=== design 1 ===
Fig. 1: design 1, drive-strength map
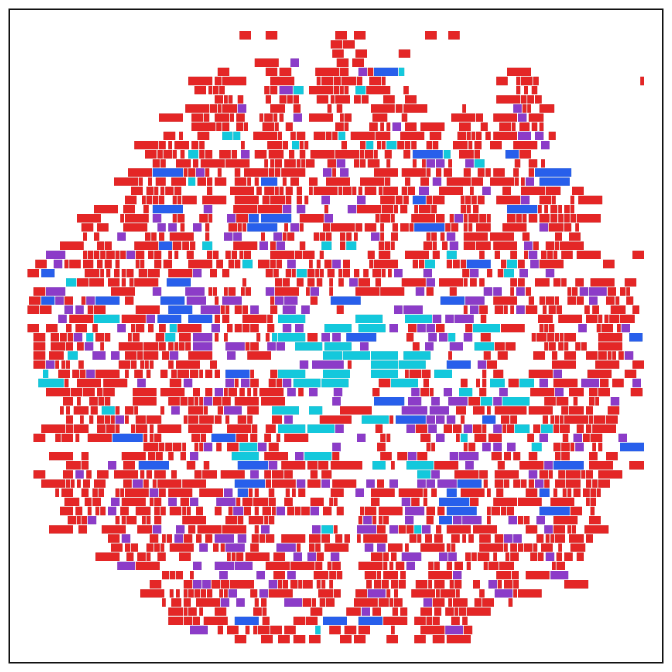
Fig. 2: design 1, metal 1
Supply wires on this layer in grey.
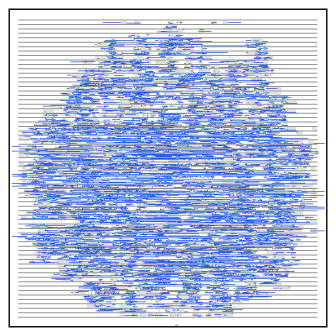
Fig. 3: design 1, routed clock nets over the placement
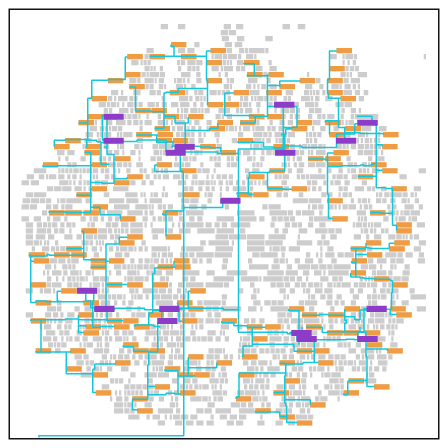
<file path="src/rtl/hazard_pkg.sv">
// Shared constants for the register hazard scoreboard.
package hazard_pkg;
  localparam int NREG_DEF  = 32;
  localparam int AW        = $clog2(NREG_DEF);
  localparam int LAT_W_DEF = 3;
  localparam logic [LAT_W_DEF-1:0] CNT_LONG = '1;
  localparam int REG_ZERO  = 0;
endpackage

</file>
<file path="src/rtl/hazard_sb_entry.sv">
// One scoreboard entry: pending/long/committed flags plus remaining-latency counter.
module hazard_sb_entry
  import hazard_pkg::*;
#(
  parameter int LAT_W = LAT_W_DEF
) (
  input  logic             clk,
  input  logic             resetn,
  input  logic             issue_hit,
  input  logic             issue_long,
  input  logic [LAT_W-1:0] issue_lat,
  input  logic             long_done,
  input  logic             commit_hit,
  input  logic             wb_hit,
  input  logic             flush,
  input  logic             hold,
  output logic             busy_o,
  output logic             long_o,
  output logic [LAT_W-1:0] cnt_o
);
  logic             busy_q, busy_d;
  logic             long_q, long_d;
  logic             committed_q, committed_d;
  logic [LAT_W-1:0] cnt_q, cnt_d;

  always_comb begin
    busy_d      = busy_q;
    long_d      = long_q;
    committed_d = committed_q;
    cnt_d       = cnt_q;
    if (issue_hit) begin
      busy_d      = 1'b1;
      committed_d = 1'b0;
      long_d      = issue_long;
      cnt_d       = issue_long ? {LAT_W{1'b1}} : issue_lat;
    end else if (busy_q) begin
      // A freed entry is fully scrubbed so stale long/cnt never leak into a later issue.
      if (wb_hit || (flush && !committed_q)) begin
        busy_d      = 1'b0;
        long_d      = 1'b0;
        committed_d = 1'b0;
        cnt_d       = '0;
      end else begin
        if (commit_hit) committed_d = 1'b1;
        if (long_q) begin
          if (long_done) begin
            long_d = 1'b0;
            cnt_d  = '0;
          end
        end else if (cnt_q != '0 && !hold) begin
          cnt_d = cnt_q - 1'b1;
        end
      end
    end
  end

  always_ff @(posedge clk) begin
    if (!resetn) begin
      busy_q      <= 1'b0;
      long_q      <= 1'b0;
      committed_q <= 1'b0;
      cnt_q       <= '0;
    end else begin
      busy_q      <= busy_d;
      long_q      <= long_d;
      committed_q <= committed_d;
      cnt_q       <= cnt_d;
    end
  end

  assign busy_o = busy_q;
  assign long_o = long_q;
  assign cnt_o  = cnt_q;
endmodule

</file>
<file path="src/rtl/hazard_sb.sv">
// Register scoreboard: ID-stage RAW hazard detection and bypass-ready indication.
// Optional macro HAZARD_PERF_EN adds perf_stall_cnt (hazard-caused stall cycles).
module hazard_sb
  import hazard_pkg::*;
#(
  parameter int NREG     = NREG_DEF,
  parameter int RD_PORTS = 2,
  parameter int LAT_W    = LAT_W_DEF,
  localparam int ADDR_W  = $clog2(NREG)
) (
  input  logic                       clk,
  input  logic                       resetn,
  input  logic                       issue_valid,
  input  logic [ADDR_W-1:0]          issue_wreg,
  input  logic [LAT_W-1:0]           issue_lat,
  input  logic                       issue_long,
  input  logic                       long_done,
  input  logic [RD_PORTS-1:0]        rd_en,
  input  logic [RD_PORTS*ADDR_W-1:0] rd_addr,
  input  logic                       commit_valid,
  input  logic [ADDR_W-1:0]          commit_reg,
  input  logic                       wb_valid,
  input  logic [ADDR_W-1:0]          wb_reg,
  input  logic                       except_flush,
  input  logic                       ext_stall,
  output logic                       stall_id,
  output logic                       flush_ex,
  output logic [RD_PORTS-1:0]        fwd_hit,
  output logic [NREG-1:0]            busy_vec
`ifdef HAZARD_PERF_EN
  ,
  output logic [31:0]                perf_stall_cnt
`endif
);
  logic [NREG-1:0]             busy_w;
  logic [NREG-1:0]             long_w;
  logic [NREG-1:0][LAT_W-1:0]  cnt_w;
  logic [RD_PORTS-1:0]         hazard;
  logic                        hazard_any;
  logic                        issue_ok;

  // An exception flush drops any issue arriving in the same cycle.
  assign issue_ok = issue_valid && !stall_id && !except_flush &&
                    (issue_wreg != ADDR_W'(REG_ZERO));

  assign busy_w[0] = 1'b0;
  assign long_w[0] = 1'b0;
  assign cnt_w[0]  = '0;

  for (genvar gi = 1; gi < NREG; gi++) begin : g_entry
    hazard_sb_entry #(.LAT_W(LAT_W)) u_entry (
      .clk        (clk),
      .resetn     (resetn),
      .issue_hit  (issue_ok && (issue_wreg == ADDR_W'(gi))),
      .issue_long (issue_long),
      .issue_lat  (issue_lat),
      .long_done  (long_done),
      .commit_hit (commit_valid && (commit_reg == ADDR_W'(gi))),
      .wb_hit     (wb_valid && (wb_reg == ADDR_W'(gi))),
      .flush      (except_flush),
      .hold       (ext_stall),
      .busy_o     (busy_w[gi]),
      .long_o     (long_w[gi]),
      .cnt_o      (cnt_w[gi])
    );
  end

  for (genvar gi = 0; gi < RD_PORTS; gi++) begin : g_port
    logic [ADDR_W-1:0] addr;
    logic              pend;
    assign addr        = rd_addr[gi*ADDR_W +: ADDR_W];
    assign pend        = rd_en[gi] && (addr != ADDR_W'(REG_ZERO)) && busy_w[addr];
    assign hazard[gi]  = pend && ((cnt_w[addr] != '0) || long_w[addr]);
    assign fwd_hit[gi] = pend && (cnt_w[addr] == '0) && !long_w[addr];
  end

  assign hazard_any = |hazard;
  assign stall_id   = hazard_any || ext_stall;
  assign flush_ex   = hazard_any && !ext_stall;
  assign busy_vec   = busy_w;

`ifdef HAZARD_PERF_EN
  logic [31:0] perf_q, perf_d;

  always_comb perf_d = hazard_any ? perf_q + 32'd1 : perf_q;

  always_ff @(posedge clk) begin
    if (!resetn) perf_q <= '0;
    else         perf_q <= perf_d;
  end

  assign perf_stall_cnt = perf_q;
`endif
endmodule
</file>
<file path="config.mk">
export PLATFORM = sky130hd
export DESIGN_NAME = hazard_sb
export DESIGN_NICKNAME = d
export VERILOG_FILES = /design/src/rtl/hazard_pkg.sv /design/src/rtl/hazard_sb_entry.sv /design/src/rtl/hazard_sb.sv
export SDC_FILE = /design/constraint.sdc
export NUM_CORES = 1
export LEC_CHECK = 0
export CAP_MARGIN = 25
export CORE_MARGIN = 5
export CORE_UTILIZATION = 40
export DETAILED_ROUTE_END_ITERATION = 8
export HOLD_SLACK_MARGIN = 0.02
export PLACE_DENSITY = 0.66
export SKIP_CTS_REPAIR_TIMING = 1
export SYNTH_ARGS = -nofsm -noshare
export SYNTH_HDL_FRONTEND = slang
export SYNTH_SLANG_ARGS = --single-unit
</file>
<file path="constraint.sdc">
create_clock -name clk -period 3.5 [get_ports clk]
set_input_delay 0.7 -clock clk [delete_from_list [all_inputs] [get_ports clk]]
set_output_delay 0.7 -clock clk [all_outputs]
set_load 0.02 [all_outputs]
</file>
==> impl_metrics.tcl <==
# yosys + openroad results
set metrics [dict create \
    syn-instance-count 1629 \
    crit_buf_inv 1 \
    dpl_cell_area_sq_mm 0.0162 \
    power_w 0.00475 \
    synth-main-ff-cell "dfxtp_1" \
    synth-simple-area-share_pct 25.0 \
    stdcell_count 2311 \
    fin_util_pct 50.8 \
    tritoncts "done" \
    violations "setup timing" \
    status "finished with violations" \
    hold_viol 0 \
    setup_viol 3 \
    min_to "g_entry[26].u_entry.long_o" \
    overflow 0 \
    power.internal_w 0.00338 \
    setup_slack_ps -260 \
    startpoint "g_entry[26].u_entry.cnt_o[2]" \
    num_rows 67 \
]
## Picture notes: Fig. 1
Key: _2 cells = cyan [cells 79]; _0 and _1 cells = red [cells 1,458]; _3 and _4 cells = purple [cells 275]; _6 and larger = blue [cells 51]
Final WS setup: -260 ps
fin area: 0.0170 sq mm
bufs w/o clock: 316
Area growth syn-to-layout: 25.6%

## Picture notes: Fig. 2
The wires run mostly horizontal. The longest straight run is 60.8 um.
DR vias: 13,633
total wire length: 49,500 um
GR Util met1: 33.9%

## Picture notes: Fig. 3
Key: clock drivers = purple [count 17]; flip-flops = orange [count 186]; clock wires = cyan [length 2,710 um]
Position of the flops: spread over the die. There are 18 routed clock nets.
Latency at later pin: 460 ps
Worst Skew: 13.5 ps
Clk pwr share: 42.7%
Clk. pwr: 0.00203 W

## final cells by class
class	count	area, sq um	area share, %
clock buffers	18	439	2.59
clock inverters	14	151	0.891
inverters	102	384	2.26
multi-input cells	1227	8910	52.5
flip-flops and latches	186	3730	21.9
well taps	448	561	3.30
repair buffers	316	2810	16.6
## per-layer routing
metal | wire length (um) | global-route usage [%]
met1 | 20600 | 33.9
met2 | 22400 | 40.6
met3 | 4200 | 4.85
met4 | 2280 | 10.3
met5 | 12 | 0
## tightest hold or removal path: stages, from the launching register on
cell and delay [ps]:
dfxtp_2 350, nand3_1 60, mux2i_1 50

=== design 2 ===
===== config.mk =====
export PLATFORM = sky130hd
export DESIGN_NAME = spi_bus_arbiter
export DESIGN_NICKNAME = d
export VERILOG_FILES = /design/src/rtl/spi_bus_arbiter_pkg.sv /design/src/rtl/spi_shift_engine.sv /design/src/rtl/spi_bus_arbiter.sv
export SDC_FILE = /design/constraint.sdc
export NUM_CORES = 1
export LEC_CHECK = 0
export CORE_UTILIZATION = 40
export DETAILED_ROUTE_END_ITERATION = 12
export PLACE_DENSITY = 0.62
export SYNTH_ARGS = -nofsm -noshare
export SYNTH_HDL_FRONTEND = slang
export SYNTH_HIERARCHICAL = 1
export SYNTH_SLANG_ARGS = --single-unit

===== constraint.sdc =====
create_clock -name clk -period 10.8 [get_ports clk]
set_input_delay 1.08 -clock clk [delete_from_list [all_inputs] [get_ports clk]]
set_output_delay 1.08 -clock clk [all_outputs]
set_load 0.03 [all_outputs]

===== src/rtl/spi_bus_arbiter_pkg.sv =====
// Shared definitions for the SPI bus arbiter and its shift engine.
// Requester indices, FSM encoding and frame-length width.
package spi_bus_arbiter_pkg;

    localparam logic REQ_DAC = 1'b0;
    localparam logic REQ_ROM = 1'b1;
    localparam int   N_REQ   = 2;
    localparam int   LEN_W   = 6;

    typedef enum logic [1:0] {
        ST_IDLE,
        ST_SETUP,
        ST_SHIFT,
        ST_HOLD
    } state_e;

    function automatic logic [LEN_W-1:0] clamp_len(
        input logic [LEN_W-1:0] len,
        input logic [LEN_W-1:0] max_len
    );
        return (len > max_len) ? max_len : len;
    endfunction

endpackage


===== src/rtl/spi_shift_engine.sv =====
// Mode-0 MSB-first SPI frame engine: SCK divider, shift registers
// and IDLE/SETUP/SHIFT/HOLD frame timing.
module spi_shift_engine
    import spi_bus_arbiter_pkg::*;
#(
    parameter int CLK_DIV = 2,
    parameter int DATA_W  = 32
) (
    input  logic              clk,
    input  logic              rst_n,
    input  logic              start,
    input  logic [DATA_W-1:0] start_data,
    input  logic [LEN_W-1:0]  start_len,
    input  logic              miso,
    output logic              idle,
    output logic              active,
    output logic              sck,
    output logic              mosi,
    output logic              fin,
    output logic [DATA_W-1:0] fin_data
);

    localparam int CW = $clog2(2 * CLK_DIV + 1);
    localparam logic [CW-1:0]  HALF = CW'(CLK_DIV - 1);
    localparam logic [CW-1:0]  GAP  = CW'(2 * CLK_DIV - 1);
    localparam logic [LEN_W:0] DW   = (LEN_W + 1)'(DATA_W);

    state_e            state_q;
    state_e            state_d;
    logic [CW-1:0]     cnt_q;
    logic [LEN_W-1:0]  bits_q;
    logic              sck_q;
    logic [DATA_W-1:0] tx_q;
    logic [DATA_W-1:0] rx_q;
    logic              cnt_zero;
    logic              zero_len;
    logic              last_bit;
    logic              sample;
    logic [LEN_W:0]    shamt;

    assign cnt_zero = (cnt_q == '0);
    assign zero_len = (start_len == '0);
    assign last_bit = (bits_q == '0);
    assign sample   = (state_q == ST_SHIFT) && sck_q && (cnt_q == HALF);
    assign shamt    = DW - {1'b0, start_len};

    always_ff @(posedge clk or negedge rst_n) begin
        if (!rst_n) begin
            state_q <= ST_IDLE;
        end else begin
            state_q <= state_d;
        end
    end

    always_comb begin
        state_d = state_q;
        unique case (state_q)
            ST_IDLE: begin
                if (start) begin
                    state_d = zero_len ? ST_HOLD : ST_SETUP;
                end
            end
            ST_SETUP: begin
                if (cnt_zero) begin
                    state_d = ST_SHIFT;
                end
            end
            ST_SHIFT: begin
                if (cnt_zero && !sck_q && last_bit) begin
                    state_d = ST_HOLD;
                end
            end
            ST_HOLD: begin
                if (cnt_zero) begin
                    state_d = ST_IDLE;
                end
            end
            default: state_d = ST_IDLE;
        endcase
    end

    always_comb begin
        idle   = 1'b0;
        active = 1'b0;
        fin    = 1'b0;
        unique case (state_q)
            ST_IDLE: begin
                idle = 1'b1;
                fin  = start && zero_len;
            end
            ST_SETUP: begin
                active = 1'b1;
            end
            ST_SHIFT: begin
                active = 1'b1;
                fin    = cnt_zero && !sck_q && last_bit;
            end
            default: begin
            end
        endcase
    end

    assign sck      = sck_q;
    assign mosi     = active & tx_q[DATA_W-1];
    assign fin_data = idle ? '0 : rx_q;

    // Data is left-justified at load so the MSB is always the bit on the wire.
    always_ff @(posedge clk or negedge rst_n) begin
        if (!rst_n) begin
            cnt_q  <= '0;
            bits_q <= '0;
            sck_q  <= 1'b0;
            tx_q   <= '0;
        end else begin
            unique case (state_q)
                ST_IDLE: begin
                    if (start) begin
                        cnt_q  <= zero_len ? GAP : HALF;
                        bits_q <= start_len;
                        tx_q   <= start_data << shamt;
                    end
                end
                ST_SETUP: begin
                    if (cnt_zero) begin
                        sck_q <= 1'b1;
                        cnt_q <= HALF;
                    end else begin
                        cnt_q <= cnt_q - CW'(1);
                    end
                end
                ST_SHIFT: begin
                    if (!cnt_zero) begin
                        cnt_q <= cnt_q - CW'(1);
                    end else if (sck_q) begin
                        sck_q  <= 1'b0;
                        cnt_q  <= HALF;
                        tx_q   <= tx_q << 1;
                        bits_q <= bits_q - LEN_W'(1);
                    end else if (last_bit) begin
                        cnt_q <= GAP;
                    end else begin
                        sck_q <= 1'b1;
                        cnt_q <= HALF;
                    end
                end
                ST_HOLD: begin
                    if (!cnt_zero) begin
                        cnt_q <= cnt_q - CW'(1);
                    end
                end
                default: begin
                end
            endcase
        end
    end

    always_ff @(posedge clk or negedge rst_n) begin
        if (!rst_n) begin
            rx_q <= '0;
        end else if (idle && start) begin
            rx_q <= '0;
        end else if (sample) begin
            rx_q <= {rx_q[DATA_W-2:0], miso};
        end
    end

endmodule


===== src/rtl/spi_bus_arbiter.sv =====
// Round-robin owner of the shared board SPI bus (DAC and serial ROM).
// Grants one requester per frame and decodes its chip select.
module spi_bus_arbiter
    import spi_bus_arbiter_pkg::*;
#(
    parameter int CLK_DIV = 2,
    parameter int DATA_W  = 32
) (
    input  logic                      clk,
    input  logic                      rst_n,
    input  logic [N_REQ-1:0]          req_valid,
    input  logic [N_REQ*DATA_W-1:0]   req_data,
    input  logic [N_REQ*LEN_W-1:0]    req_len,
    output logic [N_REQ-1:0]          req_ready,
    output logic [N_REQ-1:0]          rsp_done,
    output logic [N_REQ*DATA_W-1:0]   rsp_data,
    output logic                      busy,
    output logic                      spi_sck,
    output logic                      spi_mosi,
    input  logic                      spi_miso,
    output logic                      dac_cs_n,
    output logic                      rom_cs_n,
    output logic                      amp_cs_n,
    output logic                      adc_conv,
    output logic                      dac_clr_n
);

    localparam logic [LEN_W-1:0] MAX_LEN = LEN_W'(DATA_W);

    logic              clr_q;
    logic              last_q;
    logic              owner_q;
    logic              gnt_idx;
    logic              accept;
    logic              fin_owner;
    logic              eng_idle;
    logic              eng_active;
    logic              eng_sck;
    logic              eng_mosi;
    logic              fin;
    logic [DATA_W-1:0] fin_data;
    logic [DATA_W-1:0] sel_data;
    logic [LEN_W-1:0]  sel_len;

    always_comb begin
        gnt_idx = REQ_DAC;
        unique case (1'b1)
            (req_valid == 2'b11): gnt_idx = ~last_q;
            (req_valid == 2'b10): gnt_idx = REQ_ROM;
            default:              gnt_idx = REQ_DAC;
        endcase
    end

    // clr_q doubles as a "reset released" flag so nothing is accepted during reset.
    assign accept    = eng_idle && clr_q && (req_valid != '0);
    assign req_ready = !accept ? 2'b00 : (gnt_idx ? 2'b10 : 2'b01);
    assign fin_owner = eng_idle ? gnt_idx : owner_q;

    assign sel_data = gnt_idx ? req_data[2*DATA_W-1:DATA_W]
                              : req_data[DATA_W-1:0];
    assign sel_len  = clamp_len(gnt_idx ? req_len[2*LEN_W-1:LEN_W]
                                        : req_len[LEN_W-1:0], MAX_LEN);

    always_ff @(posedge clk or negedge rst_n) begin
        if (!rst_n) begin
            clr_q   <= 1'b0;
            last_q  <= REQ_ROM;
            owner_q <= REQ_DAC;
        end else begin
            clr_q <= 1'b1;
            if (accept) begin
                last_q  <= gnt_idx;
                owner_q <= gnt_idx;
            end
        end
    end

    always_ff @(posedge clk or negedge rst_n) begin
        if (!rst_n) begin
            rsp_done <= '0;
            rsp_data <= '0;
        end else begin
            rsp_done <= '0;
            if (fin) begin
                if (fin_owner) begin
                    rsp_done <= 2'b10;
                    rsp_data[2*DATA_W-1:DATA_W] <= fin_data;
                end else begin
                    rsp_done <= 2'b01;
                    rsp_data[DATA_W-1:0] <= fin_data;
                end
            end
        end
    end

    spi_shift_engine #(
        .CLK_DIV (CLK_DIV),
        .DATA_W  (DATA_W)
    ) u_engine (
        .clk        (clk),
        .rst_n      (rst_n),
        .start      (accept),
        .start_data (sel_data),
        .start_len  (sel_len),
        .miso       (spi_miso),
        .idle       (eng_idle),
        .active     (eng_active),
        .sck        (eng_sck),
        .mosi       (eng_mosi),
        .fin        (fin),
        .fin_data   (fin_data)
    );

    assign busy      = ~eng_idle;
    assign spi_sck   = eng_sck;
    assign spi_mosi  = eng_mosi;
    assign dac_cs_n  = ~(eng_active && (owner_q == REQ_DAC));
    assign rom_cs_n  = ~(eng_active && (owner_q == REQ_ROM));
    assign amp_cs_n  = 1'b1;
    assign adc_conv  = 1'b0;
    assign dac_clr_n = clr_q;

endmodule

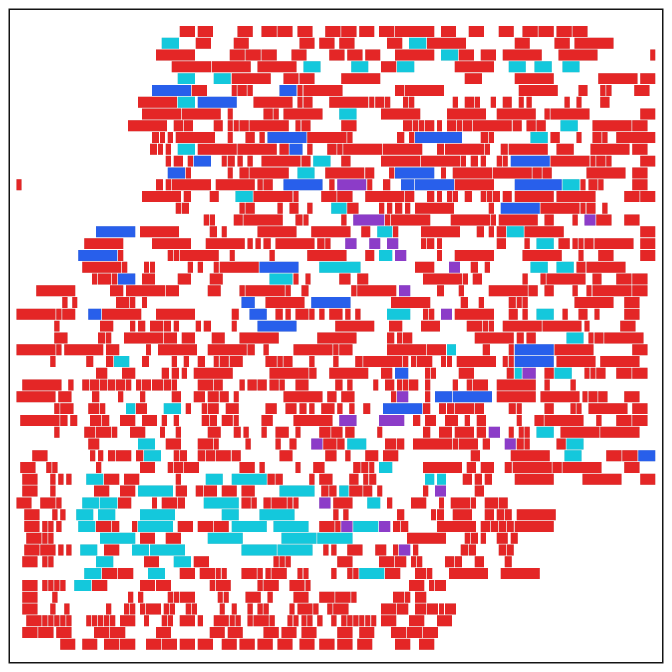
Fig. 4. Drive-strength map (design 2).
Key: _3 and _4 cells = purple [cells 22]; _6 and larger = blue [cells 31]; _2 cells = cyan [cells 82]; _0 and _1 cells = red [cells 995]
Final WS setup: 4430 ps
fin area: 0.0111 sq mm
bufs w/o clock: 171

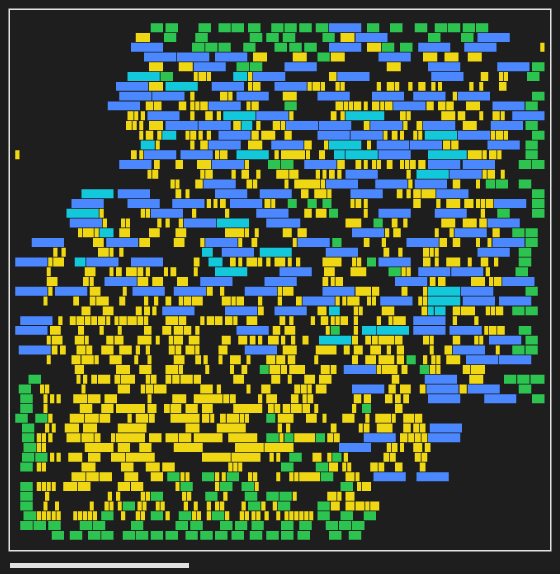
Fig. 5. Placed cells, one colour a class (design 2).
The bar under the picture is 50 um long.
Key: flops = blue [cells 145, share of their area 34%]; clock drivers and dummy loads = cyan [cells 32, share of their area 5.7%]; other buffers and delay cells = green [cells 171, share of their area 16%]; combinational and other logic = yellow [cells 782, share of their area 45%]
num rows: 53
Core Area: 0.0213 sq mm
register share of the cell area: 32.8%

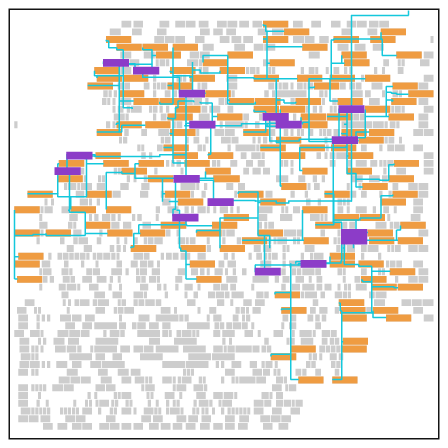
Fig. 6. Routed clock nets over the placement (design 2).
Key: clock wires = cyan [length 1,870 um]; flip-flops = orange [count 145]; clock drivers = purple [count 17]
There are 18 routed clock nets.
Latency at later pin: 430 ps
Worst Skew: 19.9 ps
Clk pwr share: 20.1%

==> impl_metrics.tcl <==
# yosys + openroad results
set metrics [dict create \
    status "complete, no violations" \
    drt-vias-per-instance 5.48 \
    io_pins 157 \
    slowest_delay_ps 910 \
    path_class "in -> reg" \
    grt_use_met3_pct 3.55 \
    cts_resized 0 \
    yosys_cells 1006 \
    power_w 0.00305 \
    r2r-start "last_q" \
    setup_viol 0 \
    route.detailed.drc 0 \
    cts.clk_slew.worst_paths_ps 60 \
    drive_gt1_share_pct 11.9 \
    antenna_found_initial 0 \
    dr_total_vias 7706 \
    fmaxAchievable_mhz 157 \
    path_depth 15 \
    min_path_type "reg -> reg" \
    common_cells "nand2_1 (270), dfrtp_1 (144), nor2_1 (75)" \
    netlist_top_cells_area "dfrtp_1 (41%), nand2_1 (11%), mux2_2 (6.1%)" \
    yosysUniqueCellTypes 66 \
    syn_avg_cell_area_sq_um 8.77 \
    rr_worst_depth 14 \
    tns_ps 0 \
    crit_buf_inv 5 \
    relSlewSlack_pct 16.1 \
    p_leak_nw 4.74 \
    path_cells "clkdlybuf4s50_1 -> a21bo_2 -> nand3b_1 -> nand2_1 -> buf_4 -> inv_1 -> ha_1 -> or4b_1 -> nor2_1 -> nand2_1 -> nand2_1 -> inv_1 -> a211oi_4 -> buf_4 -> mux2_2" \
    path_max_fanout 44 \
    fin_crit_ps 6370 \
    fin_util_pct 52.0 \
    stdcell_count 1405 \
    dr_wl_met3_um 962 \
    most_common_cell "nand2_1" \
    crit-reg2reg-capture "rsp_data[13]" \
    lay_top_count "nand2_1" \
    hold_viol 0 \
    largest-register "rsp_data" \
]
-- area by class of cell --
type                    instances  share of cell area (%)
well taps                     275                    3.11
clock buffers                  17                    3.84
flip-flops and latches        145                    32.8
repair buffers                171                    15.1
clock inverters                15                    1.67
inverters                      15                   0.508
multi-input cells             767                    43.0
-- power by group --
part / leakage, nW / internal [W] / switching, W
registers: 1.86 / 0.000762 / 0.000140
logic: 2.58 / 0.000618 / 0.000915
clock network: 0.305 / 0.000353 / 0.000258
total: 4.74 / 0.00173 / 0.00131

=== design 3 ===
**src/rtl/uart_pkg.sv**
```systemverilog
// rtl/uart_pkg.sv - shared UART definitions for the receive and transmit blocks
package uart_pkg;

  localparam int DATA_BITS      = 8;
  localparam int OVERSAMPLE_DEF = 16;

  typedef enum logic [1:0] {
    IDLE  = 2'b00,
    START = 2'b01,
    DATA  = 2'b10,
    STOP  = 2'b11
  } uart_state_e;

endpackage

```
**src/rtl/uart_rx_sync.sv**
```systemverilog
// rtl/uart_rx_sync.sv - rxd synchronizer chain with falling-edge detect
module uart_rx_sync #(
  parameter int SYNC_STAGES = 2
) (
  input  logic clk,
  input  logic rst,
  input  logic rxd,
  output logic rxd_s,
  output logic fall
);

  logic [SYNC_STAGES-1:0] sync_q;
  logic                   prev_q;

  // Flops reset to 1 so that reset release on an idle line is not seen as an edge
  always_ff @(posedge clk) begin
    if (rst) begin
      sync_q <= '1;
      prev_q <= 1'b1;
    end else begin
      sync_q <= {sync_q[SYNC_STAGES-2:0], rxd};
      prev_q <= sync_q[SYNC_STAGES-1];
    end
  end

  assign rxd_s = sync_q[SYNC_STAGES-1];
  assign fall  = prev_q & ~sync_q[SYNC_STAGES-1];

endmodule

```
**src/rtl/uart_receiver.sv**
```systemverilog
// rtl/uart_receiver.sv - 8N1 UART receiver with oversampled sampling and valid/ack output
module uart_receiver
  import uart_pkg::*;
#(
  parameter int OVERSAMPLE  = OVERSAMPLE_DEF,
  parameter int SYNC_STAGES = 2
) (
  input  logic                 clk,
  input  logic                 rst,
  input  logic                 rxd,
  input  logic                 os_tick,
  input  logic                 rx_ack,
  output logic [DATA_BITS-1:0] rx_data,
  output logic                 rx_valid,
  output logic                 rx_busy,
  output logic                 frame_err,
  output logic                 overrun
);

  localparam int                TW        = $clog2(OVERSAMPLE);
  localparam logic [TW-1:0]     HALF_LAST = TW'(OVERSAMPLE / 2 - 1);
  localparam logic [TW-1:0]     FULL_LAST = TW'(OVERSAMPLE - 1);
  localparam logic [2:0]        LAST_BIT  = 3'(DATA_BITS - 1);

  logic rxd_s;
  logic fall;

  uart_state_e          state_q;
  logic [TW-1:0]        tcnt_q;
  logic [2:0]           bidx_q;
  logic [DATA_BITS-1:0] shreg_q;
  logic [DATA_BITS-1:0] rx_data_q;
  logic                 rx_valid_q;
  logic                 frame_err_q;
  logic                 overrun_q;

  uart_rx_sync #(.SYNC_STAGES(SYNC_STAGES)) u_sync (
    .clk   (clk),
    .rst   (rst),
    .rxd   (rxd),
    .rxd_s (rxd_s),
    .fall  (fall)
  );

  always_ff @(posedge clk) begin
    if (rst) begin
      state_q     <= IDLE;
      tcnt_q      <= '0;
      bidx_q      <= '0;
      shreg_q     <= '0;
      rx_data_q   <= '0;
      rx_valid_q  <= 1'b0;
      frame_err_q <= 1'b0;
      overrun_q   <= 1'b0;
    end else begin
      frame_err_q <= 1'b0;
      if (rx_ack && rx_valid_q) rx_valid_q <= 1'b0;
      if (rx_ack) overrun_q <= 1'b0;

      case (state_q)
        IDLE: begin
          if (fall) begin
            tcnt_q  <= '0;
            state_q <= START;
          end
        end
        START: begin
          if (os_tick) begin
            if (tcnt_q == HALF_LAST) begin
              // A start bit that is high again at its midpoint was only a glitch
              if (!rxd_s) begin
                tcnt_q  <= '0;
                bidx_q  <= '0;
                state_q <= DATA;
              end else begin
                state_q <= IDLE;
              end
            end else begin
              tcnt_q <= tcnt_q + 1'b1;
            end
          end
        end
        DATA: begin
          if (os_tick) begin
            if (tcnt_q == FULL_LAST) begin
              shreg_q <= {rxd_s, shreg_q[DATA_BITS-1:1]};
              tcnt_q  <= '0;
              if (bidx_q == LAST_BIT) state_q <= STOP;
              else                    bidx_q  <= bidx_q + 1'b1;
            end else begin
              tcnt_q <= tcnt_q + 1'b1;
            end
          end
        end
        STOP: begin
          if (os_tick) begin
            if (tcnt_q == FULL_LAST) begin
              tcnt_q  <= '0;
              state_q <= IDLE;
              if (rxd_s) begin
                rx_data_q  <= shreg_q;
                rx_valid_q <= 1'b1;
                // Overwriting a byte that is not being acked this cycle loses it
                if (rx_valid_q && !rx_ack) overrun_q <= 1'b1;
              end else begin
                frame_err_q <= 1'b1;
              end
            end else begin
              tcnt_q <= tcnt_q + 1'b1;
            end
          end
        end
        default: state_q <= IDLE;
      endcase
    end
  end

  assign rx_data   = rx_data_q;
  assign rx_valid  = rx_valid_q;
  assign rx_busy   = (state_q != IDLE);
  assign frame_err = frame_err_q;
  assign overrun   = overrun_q;

endmodule
```
**config.mk**
```make
export PLATFORM = sky130hd
export DESIGN_NAME = uart_receiver
export DESIGN_NICKNAME = d
export VERILOG_FILES = /design/src/rtl/uart_pkg.sv /design/src/rtl/uart_rx_sync.sv /design/src/rtl/uart_receiver.sv
export SDC_FILE = /design/constraint.sdc
export NUM_CORES = 1
export LEC_CHECK = 0
export ABC_AREA = 1
export CAP_MARGIN = 20
export CORE_MARGIN = 4
export CORE_UTILIZATION = 40
export DETAILED_ROUTE_END_ITERATION = 8
export GPL_TIMING_DRIVEN = 0
export PLACE_DENSITY_LB_ADDON = 0.05
export SLEW_MARGIN = 20
export SYNTH_ARGS = -nofsm -noshare
export SYNTH_HDL_FRONTEND = slang
export SYNTH_SLANG_ARGS = --single-unit
```
**constraint.sdc**
```tcl
create_clock -name clk -period 3.35 [get_ports clk]
set_input_delay 0.67 -clock clk [delete_from_list [all_inputs] [get_ports clk]]
set_output_delay 0.67 -clock clk [all_outputs]
set_load 0.1 [all_outputs]
```
==> impl_metrics.tcl <==
# yosys + openroad results
set metrics [dict create \
    status "complete, no violations" \
    synth.cellmix.adderShare_pct 2.75 \
    drt_wl_total_um 2780 \
    tritoncts "done" \
    ff_count 31 \
    mostFrequentLayoutCells "nand2_1 (41), dfxtp_1 (31), nor2_1 (29), inv_1 (21), clkdlybuf4s50_1 (16)" \
    cap_violations 0 \
    tap_cells 44 \
    gr-usage-all-layers_pct 15.0 \
    overflow 0 \
    drt-vias-per-instance 4.62 \
    signal_buffers 19 \
    path_max_fanout 7 \
    drive_gt1_share_pct 14.2 \
    ys_sh_mux_pct 0 \
    whs_ps 415 \
    p_seq_share_pct 47.7 \
    largest_class "combinational gates" \
    xor_share_pct 0 \
    setup_viol 0 \
    synth-simple-area-share_pct 31.7 \
    worstPathArrival_ps 2210 \
    relSlewSlack_pct 35.1 \
    power.switching_w 0.000227 \
    grt_use_met3_pct 4.25 \
]
==> stage by stage <==
step | instances | power [W] | area [sq um] | setup WS, ps | utilization, %
2_1_floorplan | 187 | 0.000499 | 1360 | 1740 | -
5_1_grt | 255 | 0.000876 | 1670 | 349 | 52.8
3_3_place_gp | 247 | 0.000526 | 1580 | 848 | 50.1
3_5_place_dp | 247 | 0.000530 | 1580 | 833 | 50.1
4_1_cts | 255 | 0.000837 | 1670 | 460 | 52.8
6_report | 255 | 0.000824 | 1670 | 474 | 52.8
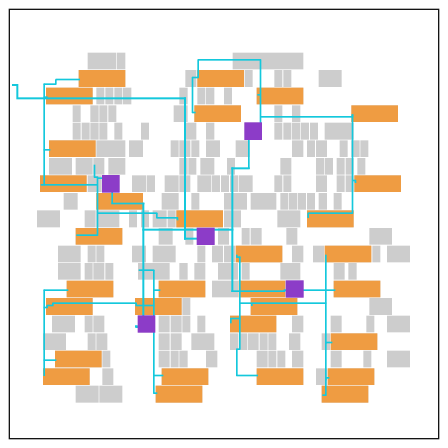
Fig. 7. Routed clock nets over the placement (design 3).
Key: clock wires = cyan [length 396 um]; clock drivers = purple [count 5]; flip-flops = orange [count 31]
Position of the flops: spread over the die. There are 6 routed clock nets.
Clk pwr share: 36.8%
Latency at later pin: 330 ps
Clk. pwr: 0.000303 W
Worst Skew: 1.86 ps

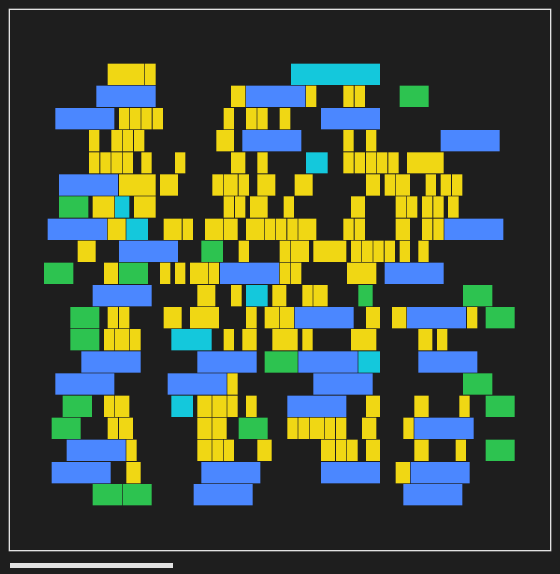
Fig. 8. Placed cells, one colour a class (design 3).
The bar under the picture is 20 um long.
Key: clock drivers and dummy loads = cyan [cells 8, share of their area 5.4%]; other buffers and delay cells = green [cells 19, share of their area 11%]; flops = blue [cells 31, share of their area 39%]; combinational and other logic = yellow [cells 153, share of their area 45%]
Core Area: 0.00315 sq mm
num rows: 20
register share of the cell area: 37.3%
Final Util: 52.8%
fin area: 0.00167 sq mm



## Gallery

The clock network.
Plate I
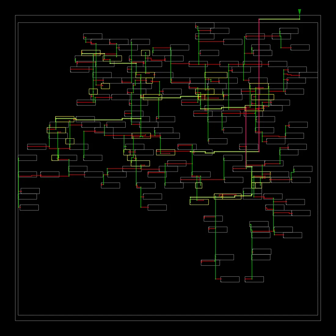
Plate II
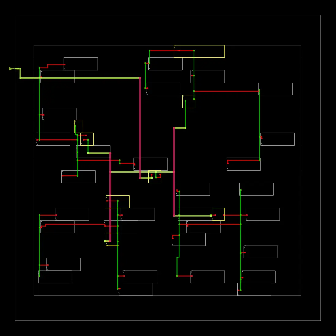
Plate III
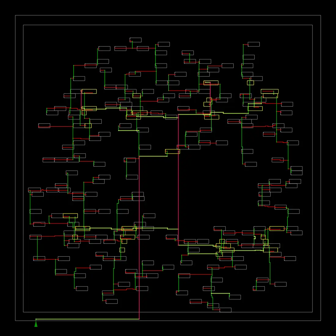
| picture | from |
|---|---|
| Plate III | design 1 |
| Plate II | design 3 |
| Plate I | design 2 |

Power figures rest on the tool's default switching activity, not on a simulated workload.
